# block 1

block_1/layers.png
Scale: 4 px per micron. Only two layers are drawn.
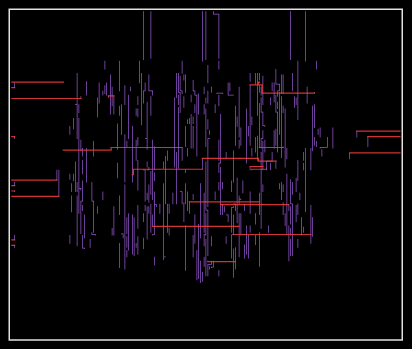

## config.mk

```make
export PLATFORM = sky130hd
export DESIGN_NAME = uart_rx_bit_sampler
export DESIGN_NICKNAME = d
export VERILOG_FILES = /design/src/rtl/uart_rx_pkg.sv /design/src/rtl/uart_rx_sync.sv /design/src/rtl/uart_rx_bit_sampler.sv
export SDC_FILE = /design/constraint.sdc
export NUM_CORES = 1
export LEC_CHECK = 0
export CELL_PAD_IN_SITES_DETAIL_PLACEMENT = 0
export CELL_PAD_IN_SITES_GLOBAL_PLACEMENT = 1
export CORE_ASPECT_RATIO = 0.8
export CORE_MARGIN = 10
export CORE_UTILIZATION = 38
export CTS_CLUSTER_DIAMETER = 120
export DETAILED_ROUTE_END_ITERATION = 16
export PLACE_DENSITY_LB_ADDON = 0.2
export REMOVE_ABC_BUFFERS = 1
export SLEW_MARGIN = 10
export SYNTH_ARGS = -nofsm -noshare
export SYNTH_HDL_FRONTEND = slang
export SYNTH_SLANG_ARGS = --single-unit
```

## constraint.sdc

```tcl
create_clock -name clock -period 2.5 [get_ports clock]
set_input_delay 0.5 -clock clock [delete_from_list [all_inputs] [get_ports clock]]
set_output_delay 0.5 -clock clock [all_outputs]
set_load 0.1 [all_outputs]
```

## src/rtl/uart_rx_pkg.sv

```systemverilog
// Shared types and constants for the UART receive front end.
package uart_rx_pkg;

   typedef enum logic [2:0] {
      IDLE,
      START,
      DATA,
      PARITY,
      STOP
   } rx_state_e;

   localparam int MIN_PRESCALE      = 4;
   localparam int DEFAULT_DATA_BITS = 8;

endpackage

```

## src/rtl/uart_rx_sync.sv

```systemverilog
// Two-flop synchronizer for the raw serial line; resets to the idle (high) level.
module uart_rx_sync (
   input  logic clock,
   input  logic reset,
   input  logic async_in,
   output logic sync_out
);

   logic meta;

   // NOTE: clocked state uses non-blocking assignments so both flops sample the pre-edge values.
   always_ff @(posedge clock) begin
      if (reset) begin
         meta     <= 1'b1;
         sync_out <= 1'b1;
      end else begin
         meta     <= async_in;
         sync_out <= meta;
      end
   end

endmodule

```

## src/rtl/uart_rx_bit_sampler.sv

```systemverilog
// UART Rx bit sampler: start qualification, per-bit timing, 3-sample majority vote and
// per-bit strobes for the deserializer, parity and stop stages.
module uart_rx_bit_sampler
   import uart_rx_pkg::*;
#(
   parameter int DATA_BITS      = DEFAULT_DATA_BITS,
   parameter int PRESCALE_WIDTH = 6
) (
   input  logic                          clock,
   input  logic                          reset,
   input  logic                          rx_in,
   input  logic [PRESCALE_WIDTH-1:0]     prescale,
   input  logic                          parity_en,
   output logic                          sampled_bit,
   output logic                          data_strobe,
   output logic [$clog2(DATA_BITS)-1:0]  bit_index,
   output logic                          par_strobe,
   output logic                          frame_done,
   output logic                          stop_error,
   output logic                          start_glitch,
   output logic                          busy
);

   localparam int IDX_W = $clog2(DATA_BITS);

   typedef logic [PRESCALE_WIDTH-1:0] cnt_t;
   typedef logic [IDX_W-1:0]          idx_t;

   localparam cnt_t ONE       = cnt_t'(1);
   localparam cnt_t P_MIN     = cnt_t'(MIN_PRESCALE);
   localparam idx_t LAST_IDX  = idx_t'(DATA_BITS - 1);

   logic      rx_s;
   rx_state_e state_q, state_d;
   cnt_t      edge_cnt_q, edge_cnt_d;
   cnt_t      p_q, p_d;
   logic      s0_q, s0_d, s1_q, s1_d;
   idx_t      bit_index_q, bit_index_d;
   logic      sampled_bit_q, sampled_bit_d;
   logic      data_strobe_q, data_strobe_d;
   logic      par_strobe_q, par_strobe_d;
   logic      frame_done_q, frame_done_d;
   logic      stop_error_q, stop_error_d;
   logic      start_glitch_q, start_glitch_d;
   logic      busy_q, busy_d;

   cnt_t      mid;
   logic      at_boundary;
   logic      vote_edge;
   logic      majority;

   uart_rx_sync u_sync (
      .clock    (clock),
      .reset    (reset),
      .async_in (rx_in),
      .sync_out (rx_s)
   );

   assign mid         = p_q >> 1;
   assign at_boundary = (edge_cnt_q == p_q - ONE);
   // The third sample is the live rx_s, so the vote registers on the edge ending count mid+1.
   assign vote_edge   = (edge_cnt_q == mid + ONE);
   assign majority    = (s0_q & s1_q) | (s0_q & rx_s) | (s1_q & rx_s);

   always_ff @(posedge clock) begin
      if (reset) begin
         state_q        <= IDLE;
         edge_cnt_q     <= '0;
         p_q            <= P_MIN;
         s0_q           <= 1'b1;
         s1_q           <= 1'b1;
         bit_index_q    <= '0;
         sampled_bit_q  <= 1'b1;
         data_strobe_q  <= 1'b0;
         par_strobe_q   <= 1'b0;
         frame_done_q   <= 1'b0;
         stop_error_q   <= 1'b0;
         start_glitch_q <= 1'b0;
         busy_q         <= 1'b0;
      end else begin
         state_q        <= state_d;
         edge_cnt_q     <= edge_cnt_d;
         p_q            <= p_d;
         s0_q           <= s0_d;
         s1_q           <= s1_d;
         bit_index_q    <= bit_index_d;
         sampled_bit_q  <= sampled_bit_d;
         data_strobe_q  <= data_strobe_d;
         par_strobe_q   <= par_strobe_d;
         frame_done_q   <= frame_done_d;
         stop_error_q   <= stop_error_d;
         start_glitch_q <= start_glitch_d;
         busy_q         <= busy_d;
      end
   end

   always_comb begin
      // NOTE: every combinational output is defaulted first so no path can infer a latch.
      state_d        = state_q;
      edge_cnt_d     = edge_cnt_q;
      p_d            = p_q;
      s0_d           = s0_q;
      s1_d           = s1_q;
      bit_index_d    = bit_index_q;
      sampled_bit_d  = sampled_bit_q;
      data_strobe_d  = 1'b0;
      par_strobe_d   = 1'b0;
      frame_done_d   = 1'b0;
      stop_error_d   = 1'b0;
      start_glitch_d = 1'b0;
      busy_d         = busy_q;

      if (state_q != IDLE) begin
         edge_cnt_d = at_boundary ? '0 : edge_cnt_q + ONE;
         if (edge_cnt_q == mid - ONE) s0_d = rx_s;
         if (edge_cnt_q == mid)       s1_d = rx_s;
         if (vote_edge)               sampled_bit_d = majority;
      end

      case (state_q)
         IDLE: begin
            edge_cnt_d = '0;
            if (!rx_s) begin
               state_d    = START;
               edge_cnt_d = ONE;
               busy_d     = 1'b1;
               p_d        = (prescale < P_MIN) ? P_MIN : prescale;
            end
         end
         START: begin
            if (vote_edge && majority) begin
               start_glitch_d = 1'b1;
               busy_d         = 1'b0;
               state_d        = IDLE;
               edge_cnt_d     = '0;
            end else if (at_boundary) begin
               state_d     = DATA;
               bit_index_d = '0;
            end
         end
         DATA: begin
            if (vote_edge) data_strobe_d = 1'b1;
            if (at_boundary) begin
               if (bit_index_q == LAST_IDX) state_d = parity_en ? PARITY : STOP;
               else                         bit_index_d = bit_index_q + idx_t'(1);
            end
         end
         PARITY: begin
            if (vote_edge)   par_strobe_d = 1'b1;
            if (at_boundary) state_d = STOP;
         end
         STOP: begin
            // Return to IDLE half a bit early so a back-to-back start edge is not missed.
            if (vote_edge) begin
               frame_done_d = 1'b1;
               stop_error_d = ~majority;
               busy_d       = 1'b0;
               bit_index_d  = '0;
               edge_cnt_d   = '0;
               state_d      = IDLE;
            end
         end
         default: state_d = IDLE;
      endcase
   end

   assign sampled_bit  = sampled_bit_q;
   assign data_strobe  = data_strobe_q;
   assign bit_index    = bit_index_q;
   assign par_strobe   = par_strobe_q;
   assign frame_done   = frame_done_q;
   assign stop_error   = stop_error_q;
   assign start_glitch = start_glitch_q;
   assign busy         = busy_q;

endmodule

```

# block 2

===== src/rtl/axi_mst_wdata_gen_if.sv =====
// Bus bundle for the W-data generator: observed AW, generated W, B/R ready, status.
// Latency: none, wires only.
// Backpressure: none here; master = generator side, slave = environment side.
interface axi_mst_wdata_gen_if #(
    parameter int AXI_ID_W   = 4,
    parameter int AXI_DATA_W = 32
);
    localparam int NB   = AXI_DATA_W / 8;
    localparam int LO_W = (NB > 1) ? $clog2(NB) : 1;

    logic                  in_awvalid;
    logic                  in_awready;
    logic [AXI_ID_W-1:0]   in_awid;
    logic [7:0]            in_awlen;
    logic [2:0]            in_awsize;
    logic [LO_W-1:0]       in_awaddr_lo;
    logic                  out_wvalid;
    logic                  out_wlast;
    logic                  in_wready;
    logic [AXI_ID_W-1:0]   out_wid;
    logic [AXI_DATA_W-1:0] out_wdata;
    logic [NB-1:0]         out_wstrb;
    logic                  in_bvalid;
    logic [AXI_ID_W-1:0]   in_bid;
    logic                  out_bready;
    logic                  out_rready;
    logic [1:0]            in_rdy_mode;
    logic                  out_q_full;
    logic [7:0]            out_b_pend;
    logic [2:0]            out_err;

    modport master (
        input  in_awvalid, in_awready, in_awid, in_awlen, in_awsize, in_awaddr_lo,
        input  in_wready, in_bvalid, in_bid, in_rdy_mode,
        output out_wvalid, out_wlast, out_wid, out_wdata, out_wstrb,
        output out_bready, out_rready, out_q_full, out_b_pend, out_err
    );

    modport slave (
        output in_awvalid, in_awready, in_awid, in_awlen, in_awsize, in_awaddr_lo,
        output in_wready, in_bvalid, in_bid, in_rdy_mode,
        input  out_wvalid, out_wlast, out_wid, out_wdata, out_wstrb,
        input  out_bready, out_rready, out_q_full, out_b_pend, out_err
    );
endinterface


===== src/rtl/axi_mst_wdata_gen.sv =====
// Generates AXI W bursts (LFSR data, lane-accurate strobes) for AW requests it observes.
// Latency: first W beat valid one cycle after the AW handshake; one beat per cycle after.
// Backpressure: W outputs hold while in_wready is low; a push into a full queue is dropped.
module axi_mst_wdata_gen #(
    parameter int          AXI_ID_W        = 4,
    parameter int          AXI_DATA_W      = 32,
    parameter int          MST_OSTDREQ_NUM = 4,
    parameter logic [31:0] LFSR_SEED       = 32'hACE1_2345
) (
    input  logic                aclk,
    input  logic                areset,
    input  logic                srst,
    axi_mst_wdata_gen_if.master bus
);
    localparam int          NB        = AXI_DATA_W / 8;
    localparam int          SZ_MAX    = $clog2(NB);
    localparam int          LO_W      = (NB > 1) ? $clog2(NB) : 1;
    localparam int          PW        = $clog2(MST_OSTDREQ_NUM);
    localparam int          CW        = PW + 1;
    localparam logic [2:0]  SZ_MAX3   = 3'(SZ_MAX);
    localparam logic [CW-1:0] DEPTH   = CW'(MST_OSTDREQ_NUM);
    localparam logic [15:0] NB_MASK   = 16'(NB - 1);
    localparam logic [31:0] LFSR_TAPS = 32'h8020_0003;

    // Request queue storage and control state
    logic [AXI_ID_W-1:0] q_id_q   [MST_OSTDREQ_NUM];
    logic [AXI_ID_W-1:0] q_id_d   [MST_OSTDREQ_NUM];
    logic [7:0]          q_len_q  [MST_OSTDREQ_NUM];
    logic [7:0]          q_len_d  [MST_OSTDREQ_NUM];
    logic [2:0]          q_size_q [MST_OSTDREQ_NUM];
    logic [2:0]          q_size_d [MST_OSTDREQ_NUM];
    logic [LO_W-1:0]     q_addr_q [MST_OSTDREQ_NUM];
    logic [LO_W-1:0]     q_addr_d [MST_OSTDREQ_NUM];
    logic [PW-1:0]       wr_ptr_q, wr_ptr_d, rd_ptr_q, rd_ptr_d;
    logic [CW-1:0]       cnt_q, cnt_d;
    logic [7:0]          beat_q, beat_d;
    logic [31:0]         lfsr_q, lfsr_d;
    logic                bready_q, bready_d, rready_q, rready_d;
    logic [7:0]          b_pend_q, b_pend_d;
    logic [2:0]          err_q, err_d;

    // Head view and beat-level decode
    logic [AXI_ID_W-1:0]   h_id;
    logic [7:0]            h_len;
    logic [2:0]            h_size;
    logic [LO_W-1:0]       h_addr;
    logic                  w_vld, w_last, w_hs, w_last_hs, aw_hs, b_hs, q_full, push_ok;
    logic [15:0]           bsz, a0, lane, lo, hi;
    logic [NB-1:0]         strb;
    logic [AXI_DATA_W-1:0] wdata;
    logic                  unused_bid;

    assign unused_bid = ^bus.in_bid;

    // Head-of-queue beat: lane window [lo..hi] and LFSR data masked by strobe
    always_comb begin
        h_id   = q_id_q[rd_ptr_q];
        h_len  = q_len_q[rd_ptr_q];
        h_size = q_size_q[rd_ptr_q];
        h_addr = q_addr_q[rd_ptr_q];
        w_vld  = (cnt_q != '0);
        w_last = w_vld && (beat_q == h_len);
        bsz    = 16'd1 << h_size;
        a0     = (16'(h_addr) & NB_MASK) & ~(bsz - 16'd1);
        lane   = (a0 + (16'(beat_q) << h_size)) & NB_MASK;
        lo     = (beat_q == 8'd0) ? (16'(h_addr) & NB_MASK) : lane;
        hi     = lane + bsz - 16'd1;
        strb   = '0;
        wdata  = '0;
        for (int i = 0; i < NB; i++) begin
            strb[i] = w_vld && (16'(i) >= lo) && (16'(i) <= hi);
            if (strb[i]) wdata[i*8 +: 8] = lfsr_q[(i % 4)*8 +: 8];
        end
    end

    assign aw_hs     = bus.in_awvalid && bus.in_awready;
    assign w_hs      = w_vld && bus.in_wready;
    assign w_last_hs = w_hs && w_last;
    assign b_hs      = bus.in_bvalid && bready_q;
    assign q_full    = (cnt_q == DEPTH);
    assign push_ok   = aw_hs && (!q_full || w_last_hs);

    // Next-state: queue push/pop, beat/LFSR advance, ready policy, B tracking, sync clear
    always_comb begin
        q_id_d   = q_id_q;
        q_len_d  = q_len_q;
        q_size_d = q_size_q;
        q_addr_d = q_addr_q;
        wr_ptr_d = wr_ptr_q;
        rd_ptr_d = rd_ptr_q;
        cnt_d    = cnt_q;
        beat_d   = beat_q;
        lfsr_d   = lfsr_q;
        bready_d = bready_q;
        rready_d = rready_q;
        b_pend_d = b_pend_q;
        err_d    = err_q;

        if (push_ok) begin
            q_id_d[wr_ptr_q]   = bus.in_awid;
            q_len_d[wr_ptr_q]  = bus.in_awlen;
            q_size_d[wr_ptr_q] = (bus.in_awsize > SZ_MAX3) ? SZ_MAX3 : bus.in_awsize;
            q_addr_d[wr_ptr_q] = bus.in_awaddr_lo;
            wr_ptr_d           = wr_ptr_q + PW'(1);
        end
        if (aw_hs && q_full && !w_last_hs) err_d[0] = 1'b1;
        if (aw_hs && (bus.in_awsize > SZ_MAX3)) err_d[1] = 1'b1;
        if (w_last_hs) rd_ptr_d = rd_ptr_q + PW'(1);

        if (push_ok && !w_last_hs)      cnt_d = cnt_q + CW'(1);
        else if (!push_ok && w_last_hs) cnt_d = cnt_q - CW'(1);

        if (w_hs) begin
            beat_d = w_last ? 8'd0 : beat_q + 8'd1;
            lfsr_d = {1'b0, lfsr_q[31:1]} ^ (lfsr_q[0] ? LFSR_TAPS : 32'd0);
        end

        case (bus.in_rdy_mode)
            2'b00: begin bready_d = 1'b1;      rready_d = 1'b1;      end
            2'b01: begin bready_d = lfsr_q[0]; rready_d = lfsr_q[1]; end
            2'b10: begin bready_d = 1'b0;      rready_d = 1'b0;      end
            default: begin bready_d = ~bready_q; rready_d = ~rready_q; end
        endcase

        if (w_last_hs && !b_hs) begin
            if (b_pend_q != 8'hFF) b_pend_d = b_pend_q + 8'd1;
        end else if (b_hs && !w_last_hs) begin
            if (b_pend_q == 8'd0) err_d[2] = 1'b1;
            else                  b_pend_d = b_pend_q - 8'd1;
        end

        if (srst) begin
            for (int i = 0; i < MST_OSTDREQ_NUM; i++) begin
                q_id_d[i] = '0; q_len_d[i] = '0; q_size_d[i] = '0; q_addr_d[i] = '0;
            end
            wr_ptr_d = '0; rd_ptr_d = '0; cnt_d = '0; beat_d = '0;
            lfsr_d   = LFSR_SEED;
            bready_d = 1'b0; rready_d = 1'b0; b_pend_d = '0; err_d = '0;
        end
    end

    // State registers with asynchronous clear
    always_ff @(posedge aclk or posedge areset) begin
        if (areset) begin
            for (int i = 0; i < MST_OSTDREQ_NUM; i++) begin
                q_id_q[i] <= '0; q_len_q[i] <= '0; q_size_q[i] <= '0; q_addr_q[i] <= '0;
            end
            wr_ptr_q <= '0; rd_ptr_q <= '0; cnt_q <= '0; beat_q <= '0;
            lfsr_q   <= LFSR_SEED;
            bready_q <= 1'b0; rready_q <= 1'b0; b_pend_q <= '0; err_q <= '0;
        end else begin
            q_id_q   <= q_id_d;   q_len_q  <= q_len_d;
            q_size_q <= q_size_d; q_addr_q <= q_addr_d;
            wr_ptr_q <= wr_ptr_d; rd_ptr_q <= rd_ptr_d; cnt_q <= cnt_d; beat_q <= beat_d;
            lfsr_q   <= lfsr_d;
            bready_q <= bready_d; rready_q <= rready_d; b_pend_q <= b_pend_d; err_q <= err_d;
        end
    end

    assign bus.out_wvalid = w_vld;
    assign bus.out_wlast  = w_last;
    assign bus.out_wid    = w_vld ? h_id : '0;
    assign bus.out_wdata  = wdata;
    assign bus.out_wstrb  = strb;
    assign bus.out_bready = bready_q;
    assign bus.out_rready = rready_q;
    assign bus.out_q_full = q_full;
    assign bus.out_b_pend = b_pend_q;
    assign bus.out_err    = err_q;
endmodule


===== src/flat_wrapper.sv =====
// flat-port wrapper written by rule: the top's interface ports become plain ports
module axi_mst_wdata_gen_flat 
#(
    parameter int          AXI_ID_W        = 4,
    parameter int          AXI_DATA_W      = 32,
    parameter int          MST_OSTDREQ_NUM = 4,
    parameter logic [31:0] LFSR_SEED       = 32'hACE1_2345
)
  (aclk, areset, srst, bus_in_awvalid, bus_in_awready, bus_in_awid, bus_in_awlen, bus_in_awsize, bus_in_awaddr_lo, bus_in_wready, bus_in_bvalid, bus_in_bid, bus_in_rdy_mode, bus_out_wvalid, bus_out_wlast, bus_out_wid, bus_out_wdata, bus_out_wstrb, bus_out_bready, bus_out_rready, bus_out_q_full, bus_out_b_pend, bus_out_err);
  axi_mst_wdata_gen_if #(.AXI_ID_W(AXI_ID_W), .AXI_DATA_W(AXI_DATA_W)) bus_i ();
  input  logic aclk;
  input  logic areset;
  input  logic srst;
  input wire logic [$bits(bus_i.in_awvalid)-1:0] bus_in_awvalid;
  input wire logic [$bits(bus_i.in_awready)-1:0] bus_in_awready;
  input wire logic [$bits(bus_i.in_awid)-1:0] bus_in_awid;
  input wire logic [$bits(bus_i.in_awlen)-1:0] bus_in_awlen;
  input wire logic [$bits(bus_i.in_awsize)-1:0] bus_in_awsize;
  input wire logic [$bits(bus_i.in_awaddr_lo)-1:0] bus_in_awaddr_lo;
  input wire logic [$bits(bus_i.in_wready)-1:0] bus_in_wready;
  input wire logic [$bits(bus_i.in_bvalid)-1:0] bus_in_bvalid;
  input wire logic [$bits(bus_i.in_bid)-1:0] bus_in_bid;
  input wire logic [$bits(bus_i.in_rdy_mode)-1:0] bus_in_rdy_mode;
  output wire logic [$bits(bus_i.out_wvalid)-1:0] bus_out_wvalid;
  output wire logic [$bits(bus_i.out_wlast)-1:0] bus_out_wlast;
  output wire logic [$bits(bus_i.out_wid)-1:0] bus_out_wid;
  output wire logic [$bits(bus_i.out_wdata)-1:0] bus_out_wdata;
  output wire logic [$bits(bus_i.out_wstrb)-1:0] bus_out_wstrb;
  output wire logic [$bits(bus_i.out_bready)-1:0] bus_out_bready;
  output wire logic [$bits(bus_i.out_rready)-1:0] bus_out_rready;
  output wire logic [$bits(bus_i.out_q_full)-1:0] bus_out_q_full;
  output wire logic [$bits(bus_i.out_b_pend)-1:0] bus_out_b_pend;
  output wire logic [$bits(bus_i.out_err)-1:0] bus_out_err;
  assign bus_i.in_awvalid = bus_in_awvalid;
  assign bus_i.in_awready = bus_in_awready;
  assign bus_i.in_awid = bus_in_awid;
  assign bus_i.in_awlen = bus_in_awlen;
  assign bus_i.in_awsize = bus_in_awsize;
  assign bus_i.in_awaddr_lo = bus_in_awaddr_lo;
  assign bus_i.in_wready = bus_in_wready;
  assign bus_i.in_bvalid = bus_in_bvalid;
  assign bus_i.in_bid = bus_in_bid;
  assign bus_i.in_rdy_mode = bus_in_rdy_mode;
  assign bus_out_wvalid = bus_i.out_wvalid;
  assign bus_out_wlast = bus_i.out_wlast;
  assign bus_out_wid = bus_i.out_wid;
  assign bus_out_wdata = bus_i.out_wdata;
  assign bus_out_wstrb = bus_i.out_wstrb;
  assign bus_out_bready = bus_i.out_bready;
  assign bus_out_rready = bus_i.out_rready;
  assign bus_out_q_full = bus_i.out_q_full;
  assign bus_out_b_pend = bus_i.out_b_pend;
  assign bus_out_err = bus_i.out_err;
  axi_mst_wdata_gen #(.AXI_ID_W(AXI_ID_W), .AXI_DATA_W(AXI_DATA_W), .MST_OSTDREQ_NUM(MST_OSTDREQ_NUM), .LFSR_SEED(LFSR_SEED)) u_core (.aclk(aclk), .areset(areset), .srst(srst), .bus(bus_i));
endmodule

===== config.mk =====
export PLATFORM = sky130hd
export DESIGN_NAME = axi_mst_wdata_gen_flat
export DESIGN_NICKNAME = d
export VERILOG_FILES = /design/src/rtl/axi_mst_wdata_gen_if.sv /design/src/rtl/axi_mst_wdata_gen.sv /design/src/flat_wrapper.sv
export SDC_FILE = /design/constraint.sdc
export NUM_CORES = 1
export LEC_CHECK = 0
export ABC_AREA = 0
export CAP_MARGIN = 20
export CORE_MARGIN = 1
export CORE_UTILIZATION = 40
export DETAILED_ROUTE_END_ITERATION = 8
export PLACE_DENSITY = 0.65
export SLEW_MARGIN = 25
export SYNTH_ARGS = -nofsm -noshare
export SYNTH_HDL_FRONTEND = slang
export SYNTH_SLANG_ARGS = --single-unit

===== constraint.sdc =====
create_clock -name aclk -period 5.7 [get_ports aclk]
set_clock_uncertainty 0.15 [all_clocks]
set_input_delay 1.425 -clock aclk [delete_from_list [all_inputs] [get_ports aclk]]
set_output_delay 1.425 -clock aclk [all_outputs]
set_load 0.005 [all_outputs]

# block 3

## src/rtl/led_pwm_driver_if.sv

```systemverilog
// Wishbone slave bundle for the LED PWM driver.
// Signal names keep the _i/_o suffixes as seen from the slave.
interface led_pwm_driver_if #(
    parameter int ADR_W = 4
);
    logic             wb_cyc_i;
    logic             wb_stb_i;
    logic             wb_we_i;
    logic             wb_ack_o;
    logic [3:0]       wb_sel_i;
    logic [ADR_W-1:0] wb_adr_i;
    logic [31:0]      wb_dat_i;
    logic [31:0]      wb_dat_o;

    modport master (
        output wb_cyc_i, wb_stb_i, wb_we_i, wb_sel_i, wb_adr_i, wb_dat_i,
        input  wb_ack_o, wb_dat_o
    );

    modport slave (
        input  wb_cyc_i, wb_stb_i, wb_we_i, wb_sel_i, wb_adr_i, wb_dat_i,
        output wb_ack_o, wb_dat_o
    );
endinterface

```

## src/rtl/led_pwm_driver.sv

```systemverilog
// Wishbone-mapped LED controller: per-channel PWM duty with frame-aligned
// duty shadowing, a global prescaler and optional blink gating.
module led_pwm_driver #(
    parameter int NUM_LEDS = 8,
    parameter int PWM_BITS = 8,
    parameter int ADR_W    = 4
) (
    input  logic                clk,
    input  logic                rst,
    led_pwm_driver_if.slave     wb,
    output logic [NUM_LEDS-1:0] leds
);
    localparam logic [PWM_BITS-1:0] PWM_MAX   = '1;
    localparam int                  DUTY_BASE = 4;

    logic [1:0]          ctrl_q, ctrl_d;
    logic [15:0]         prescale_q, prescale_d;
    logic [15:0]         blink_period_q, blink_period_d;
    logic [PWM_BITS-1:0] duty_q   [NUM_LEDS];
    logic [PWM_BITS-1:0] duty_d   [NUM_LEDS];
    logic [PWM_BITS-1:0] active_q [NUM_LEDS];
    logic [PWM_BITS-1:0] active_d [NUM_LEDS];
    logic                pending_q, pending_d;
    logic                phase_q, phase_d;
    logic [15:0]         pcnt_q, pcnt_d;
    logic [15:0]         fcnt_q, fcnt_d;
    logic [PWM_BITS-1:0] pwm_q, pwm_d;
    logic                ack_q, ack_d;
    logic [31:0]         dat_q, dat_d;
    logic [NUM_LEDS-1:0] leds_q, leds_d;

    logic        req;
    logic        wr;
    logic        tick;
    logic        frame_end;
    logic        blink_on;
    logic        duty_wr;
    logic [31:0] rdata;

    function automatic logic [31:0] lane_merge(input logic [31:0] old,
                                               input logic [31:0] data,
                                               input logic [3:0]  sel);
        logic [31:0] r;
        r = old;
        for (int b = 0; b < 4; b++) begin
            if (sel[b]) r[8*b +: 8] = data[8*b +: 8];
        end
        return r;
    endfunction

    assign req       = wb.wb_cyc_i & wb.wb_stb_i & ~ack_q;
    assign wr        = req & wb.wb_we_i;
    assign tick      = (pcnt_q >= prescale_q);
    assign frame_end = tick & (pwm_q == PWM_MAX);
    assign blink_on  = ctrl_q[1] & (blink_period_q != 16'd0);

    always_comb begin
        rdata = '0;
        case (wb.wb_adr_i)
            ADR_W'(0): rdata[1:0]  = ctrl_q;
            ADR_W'(1): rdata[15:0] = prescale_q;
            ADR_W'(2): rdata[15:0] = blink_period_q;
            ADR_W'(3): rdata[1:0]  = {pending_q, phase_q};
            default: begin
                for (int i = 0; i < NUM_LEDS; i++) begin
                    if (wb.wb_adr_i == ADR_W'(DUTY_BASE + i)) rdata[PWM_BITS-1:0] = duty_q[i];
                end
            end
        endcase
    end

    always_comb begin
        ack_d          = req;
        dat_d          = req ? rdata : dat_q;
        ctrl_d         = ctrl_q;
        prescale_d     = prescale_q;
        blink_period_d = blink_period_q;
        duty_wr        = 1'b0;
        if (wr && wb.wb_adr_i == ADR_W'(0))
            ctrl_d = 2'(lane_merge(32'(ctrl_q), wb.wb_dat_i, wb.wb_sel_i));
        if (wr && wb.wb_adr_i == ADR_W'(1))
            prescale_d = 16'(lane_merge(32'(prescale_q), wb.wb_dat_i, wb.wb_sel_i));
        if (wr && wb.wb_adr_i == ADR_W'(2))
            blink_period_d = 16'(lane_merge(32'(blink_period_q), wb.wb_dat_i, wb.wb_sel_i));
        for (int i = 0; i < NUM_LEDS; i++) begin
            duty_d[i]   = duty_q[i];
            active_d[i] = frame_end ? duty_q[i] : active_q[i];
            if (wr && wb.wb_adr_i == ADR_W'(DUTY_BASE + i)) begin
                duty_d[i] = PWM_BITS'(lane_merge(32'(duty_q[i]), wb.wb_dat_i, wb.wb_sel_i));
                duty_wr   = 1'b1;
            end
        end
        // A duty write on the frame-end cycle must survive the clear.
        pending_d = (pending_q & ~frame_end) | duty_wr;
    end

    always_comb begin
        pcnt_d  = tick ? 16'd0 : pcnt_q + 16'd1;
        pwm_d   = tick ? pwm_q + PWM_BITS'(1) : pwm_q;
        phase_d = phase_q;
        fcnt_d  = fcnt_q;
        if (!blink_on) begin
            phase_d = 1'b1;
            fcnt_d  = 16'd0;
        end else if (frame_end) begin
            // fcnt past the period (after shrinking it) restarts without a toggle.
            if (fcnt_q >= blink_period_q - 16'd1) begin
                fcnt_d = 16'd0;
                if (fcnt_q == blink_period_q - 16'd1) phase_d = ~phase_q;
            end else begin
                fcnt_d = fcnt_q + 16'd1;
            end
        end
        for (int i = 0; i < NUM_LEDS; i++) begin
            leds_d[i] = ctrl_q[0] & phase_q &
                        ((pwm_q < active_q[i]) | (active_q[i] == PWM_MAX));
        end
    end

    always_ff @(posedge clk) begin
        if (rst) begin
            ctrl_q         <= '0;
            prescale_q     <= '0;
            blink_period_q <= '0;
            pending_q      <= 1'b0;
            phase_q        <= 1'b1;
            pcnt_q         <= '0;
            fcnt_q         <= '0;
            pwm_q          <= '0;
            ack_q          <= 1'b0;
            dat_q          <= '0;
            leds_q         <= '0;
            for (int i = 0; i < NUM_LEDS; i++) begin
                duty_q[i]   <= '0;
                active_q[i] <= '0;
            end
        end else begin
            ctrl_q         <= ctrl_d;
            prescale_q     <= prescale_d;
            blink_period_q <= blink_period_d;
            pending_q      <= pending_d;
            phase_q        <= phase_d;
            pcnt_q         <= pcnt_d;
            fcnt_q         <= fcnt_d;
            pwm_q          <= pwm_d;
            ack_q          <= ack_d;
            dat_q          <= dat_d;
            leds_q         <= leds_d;
            for (int i = 0; i < NUM_LEDS; i++) begin
                duty_q[i]   <= duty_d[i];
                active_q[i] <= active_d[i];
            end
        end
    end

    assign wb.wb_ack_o = ack_q;
    assign wb.wb_dat_o = dat_q;
    assign leds        = leds_q;
endmodule

```

## src/flat_wrapper.sv

```systemverilog
// flat-port wrapper written by rule: the top's interface ports become plain ports
module led_pwm_driver_flat 
#(
    parameter int NUM_LEDS = 8,
    parameter int PWM_BITS = 8,
    parameter int ADR_W    = 4
)
  (clk, rst, leds, wb_wb_cyc_i, wb_wb_stb_i, wb_wb_we_i, wb_wb_sel_i, wb_wb_adr_i, wb_wb_dat_i, wb_wb_ack_o, wb_wb_dat_o);
  led_pwm_driver_if #(.ADR_W(ADR_W)) wb_i ();
  input  logic clk;
  input  logic rst;
  output logic [NUM_LEDS-1:0] leds;
  input wire logic [$bits(wb_i.wb_cyc_i)-1:0] wb_wb_cyc_i;
  input wire logic [$bits(wb_i.wb_stb_i)-1:0] wb_wb_stb_i;
  input wire logic [$bits(wb_i.wb_we_i)-1:0] wb_wb_we_i;
  input wire logic [$bits(wb_i.wb_sel_i)-1:0] wb_wb_sel_i;
  input wire logic [$bits(wb_i.wb_adr_i)-1:0] wb_wb_adr_i;
  input wire logic [$bits(wb_i.wb_dat_i)-1:0] wb_wb_dat_i;
  output wire logic [$bits(wb_i.wb_ack_o)-1:0] wb_wb_ack_o;
  output wire logic [$bits(wb_i.wb_dat_o)-1:0] wb_wb_dat_o;
  assign wb_i.wb_cyc_i = wb_wb_cyc_i;
  assign wb_i.wb_stb_i = wb_wb_stb_i;
  assign wb_i.wb_we_i = wb_wb_we_i;
  assign wb_i.wb_sel_i = wb_wb_sel_i;
  assign wb_i.wb_adr_i = wb_wb_adr_i;
  assign wb_i.wb_dat_i = wb_wb_dat_i;
  assign wb_wb_ack_o = wb_i.wb_ack_o;
  assign wb_wb_dat_o = wb_i.wb_dat_o;
  led_pwm_driver #(.NUM_LEDS(NUM_LEDS), .PWM_BITS(PWM_BITS), .ADR_W(ADR_W)) u_core (.clk(clk), .rst(rst), .wb(wb_i), .leds(leds));
endmodule
```

## config.mk

```make
export PLATFORM = sky130hd
export DESIGN_NAME = led_pwm_driver_flat
export DESIGN_NICKNAME = d
export VERILOG_FILES = /design/src/rtl/led_pwm_driver_if.sv /design/src/rtl/led_pwm_driver.sv /design/src/flat_wrapper.sv
export SDC_FILE = /design/constraint.sdc
export NUM_CORES = 1
export LEC_CHECK = 0
export ABC_AREA = 0
export CORE_AREA = 5 5 147 149
export DETAILED_ROUTE_END_ITERATION = 12
export DIE_AREA = 0 0 152 154
export GPL_TIMING_DRIVEN = 1
export PLACE_DENSITY = 0.89
export SYNTH_ARGS = -nofsm -noshare
export SYNTH_HDL_FRONTEND = slang
export SYNTH_SLANG_ARGS = --single-unit
```

## constraint.sdc

```tcl
create_clock -name clk -period 6.4 [get_ports clk]
set_input_delay 0.64 -clock clk [delete_from_list [all_inputs] [get_ports clk]]
set_output_delay 0.64 -clock clk [all_outputs]
set_load 0.1 [all_outputs]
```


==> screenshots <==
Zoomed window.
picture 1
Region (34, 26) to (64, 56) microns. Cells in grey, sequential cells in the stronger grey; small squares are vias.
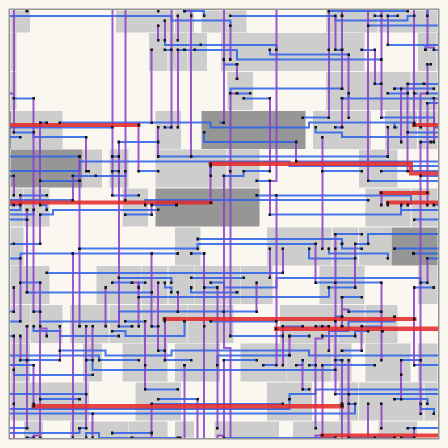
picture 2
Region (61, 62) to (91, 92) microns. Cells in grey, sequential cells in the stronger grey; small squares are vias.
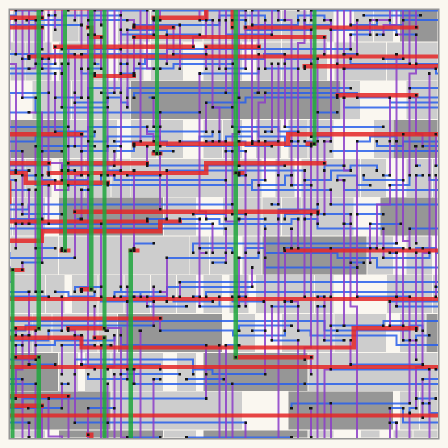
picture 3
Region (55, 55) to (85, 85) microns. Cells in grey, sequential cells in the stronger grey; small squares are vias.
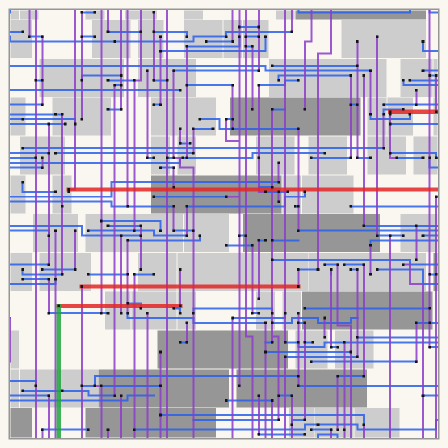
| picture | from |
|---|---|
| picture 3 | block 2 |
| picture 2 | block 3 |
| picture 1 | block 1 |

block_2/placed.png
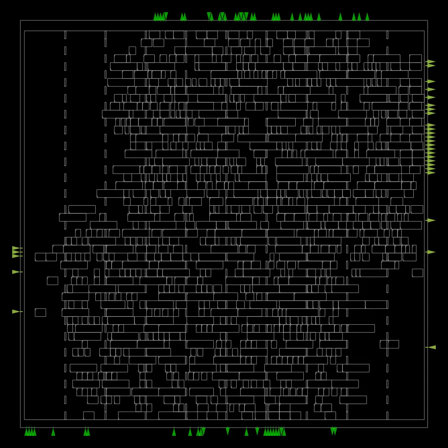
Seq/total area: 33.5%
post-layout util: 52.6%
Rows: 49
filler instances: 1647

==> flow_summary.ini, block 2 <==
; flow metrics
[logic_synthesis]
ys_sh_simple_pct = 21.1
ys_ff = 128
top_area_share_pct = 37.7
synthArstFlopShare_pct = 100
ys_warn_count = 0

[global_route]
met2_usage_pct = 35.7
met1_usage_pct = 29.2
grt-ovfl-total = 0

[power_and_ir_drop]
power_frac_comb_pct = 28.5
totalPowerFinal_w = 0.00311
p_clk_share_pct = 38.7
comb_cell_power_w = 0.000887

[layout]
fin_cells = 1168
seqCellArea_sq_um = 3220
nMultiInputCombCells = 619
buf_share_pct = 12.4

[sta]
whs_ps = 340
setup_viol = 27
tightest_slew_ps = 850
fin_ws_ps = -678
finalCriticalPeriod_ps = 6380

[run_status]
failed_checks = setup timing
outcome = finished with violations

[worst_setup_path]
slowest_stage = mux4_2
crit_type = flip-flop to output port
cpLargestDelayFamily = simple AND/OR/NAND/NOR gates
slowest_delay_ps = 610
crit_path_start_kind = flip-flop
cpMostUsedCell = buf_6

[clocking]
numCtsBuffers = 17
cts_buffer_depth = 2
clkSinkCount = 128
cts_setup_buffers = 12
post_cts_resized = 109
root_buffer = clkbuf_16

[drt]
wl_met3_microns = 852
wl_met1_mm = 9.12
wl_met2_mm = 10.1
antenna_left = 0

[hold_path]
min_to = u_core.bus.out_err[0]$_DFFE_PP0P_

[die]
nWellTaps = 229
die.size.y_microns = 140
==> block 2: flip-flops by register name, summed over array words and instances (netlist names) <==
name and cells:
u_core.wr_ptr_q 2, u_core.q_size_q 12, u_core.bus.out_b_pend 8, u_core.q_id_q 16
u_core.bus.out_rready 1, u_core.q_len_q 32, u_core.bus.out_bready 1, u_core.bus.out_err 3
u_core.cnt_q 3, u_core.beat_q 8, u_core.lfsr_q 32, u_core.rd_ptr_q 2
u_core.q_addr_q 8
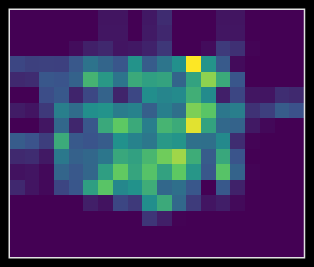
block_1/route_heat.png
Scale: 3 px per micron. The die is cut into 20 by 16 equal tiles; dark purple is low, yellow is high, scaled to the fullest tile. Values are wire area over tile area, all layers added.
- emptiest ninth of the die: bottom right
- tiles over half the peak: 14%
- densest ninth of the die: middle

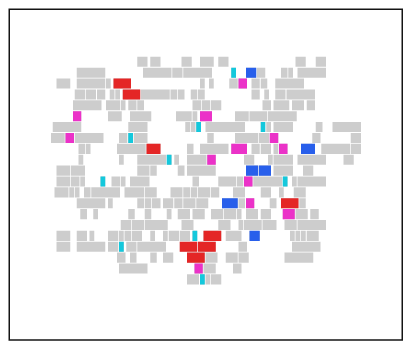
block_1/gates.png
Scale: 4 px per micron.
- inv cells: cyan (cells 10; most used inv_1; where middle)
- and/or cells: magenta (cells 12; most used or2_2)
- non-inverting ao/oa cells: blue (cells 6)
- fa/ha/maj cells: red (cells 8; most used ha_1)
most frequent logic cell in the layout: dfxtp_1
non-filler cells, final: 300
Comb area share: 53.0%

About block_1/layers.png:
- M3: red (wire length 273 microns)
- M2: purple (wire length 1650 microns)

==> flow_summary.ini, block 1 <==
; flow metrics
[sta]
clock_skew_ps = 8.76
maxSlewViolCount = 0
fin_ws_ps = 128

[job]
stage_log_warnings = 27

[hold_path]
hold_class = flip-flop to flip-flop
min_from = u_sync.meta$_SDFF_PP1_

[global_route]
grt_max_degree = 24
antenna_found_initial = 0
grt-busiest-layer = met1
grt-ovfl-total = 0
use_met3_pct = 3.49

[drt]
first_iter_violations = 101
drc = 0
drt_wl_total_mm = 4.25

[logic_synthesis]
synthArstFlopShare_pct = 0
top_logic_kind = simple AND/OR/NAND/NOR gates
synth-edff-count = 0
yosys_area_sq_um = 1840

[layout]
lay_top_cells = dfxtp_1 (29), nand2_1 (20), buf_4 (19)
buffers = 28

[clocking]
cts_buffer_depth = 2

[run_status]
outcome = complete, no violations

[worst_setup_path]
ff2ff_setup_slack_ps = 130
cp-endpoint = bit_index[0]$_SDFFE_PP0P_
cp-startpoint = p_q[1]$_SDFFE_PP0P_
block 1: where the power goes:
group | internal, W | leakage [nW] | switching (W)
Combinational | 0.0000987 | 0.555 | 0.000127
Sequential | 0.000479 | 0.235 | 0.0000358
Clock | 0.000248 | 0.0542 | 0.000176
block 1: sequential cells by signal, summed over array words and instances (netlist names), 3 cells and up:
name and flops:
edge_cnt_q 6, p_q 6, bit_index 3, state_q 3
block 1: critical path, stage by stage, from the launching register on:
cell	delay, ps
dfxtp_1	410
inv_1	110
ha_1	320
xnor2_1	180
nor2b_1	180
nand4_2	120
or3_4	390
a32oi_4	230
mux2_4	320
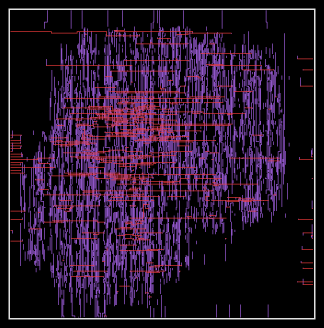
block_3/layers.png
Scale: 2 px per micron. Only two layers are drawn.
- M3: red (wire length 3010 microns)
- M2: purple (wire length 13800 microns)
Overall Global Routing Usage: 25.1%
Wirelength per Cell: 17.9 microns
vias: 10400
drt total wl: 30.8 mm

==> flow_summary.ini, block 3 <==
; flow metrics
[run_status]
outcome = complete, no violations

[worst_setup_path]
slowest_stage = nor4_1
slowest_delay_ps = 510
path_depth = 14

[logic_synthesis]
postSynthCellCount = 1426
muxShareOfSynthArea_pct = 7.61
ys_sh_aoi_pct = 13.8

[layout]
inv_count = 76
fin_cells = 1721
buf_share_pct = 4.35
design_area_sq_um = 13200
reg.largest.list = u_core.active_q (64), u_core.duty_q (64)

[die]
fp_util_pct = 58.8

[power_and_ir_drop]
power_density_nw_per_um2 = 245
leakage_nw = 5.30

[job]
stage_log_warnings = 44

[hold_path]
hold_class = flip-flop to flip-flop

[placement]
place_area_sq_um = 12300

[sta]
finalCritPeriodShare_pct = 54.8

[global_route]
met1_usage_pct = 33.6
[block 3: per-layer routing]
metal / routed length [microns] / up-vias
li1: - / 4910
met1: 12700 / 4889
met2: 13800 / 537
met3: 3010 / 91
met4: 1280 / 0
met5: 0 / -
[block 3: power groups by stage]
stage	registers, W	logic [W]	clock network [W]
after floorplan	0.00148	0.000158	0
after global placement	0.00148	0.000205	0
after detailed placement	0.00148	0.000211	0
after CTS	0.00145	0.000212	0.00158
after global routing	0.00145	0.000231	0.00165
final	0.00145	0.000217	0.00157

Power is estimated from default activity; no workload was simulated.
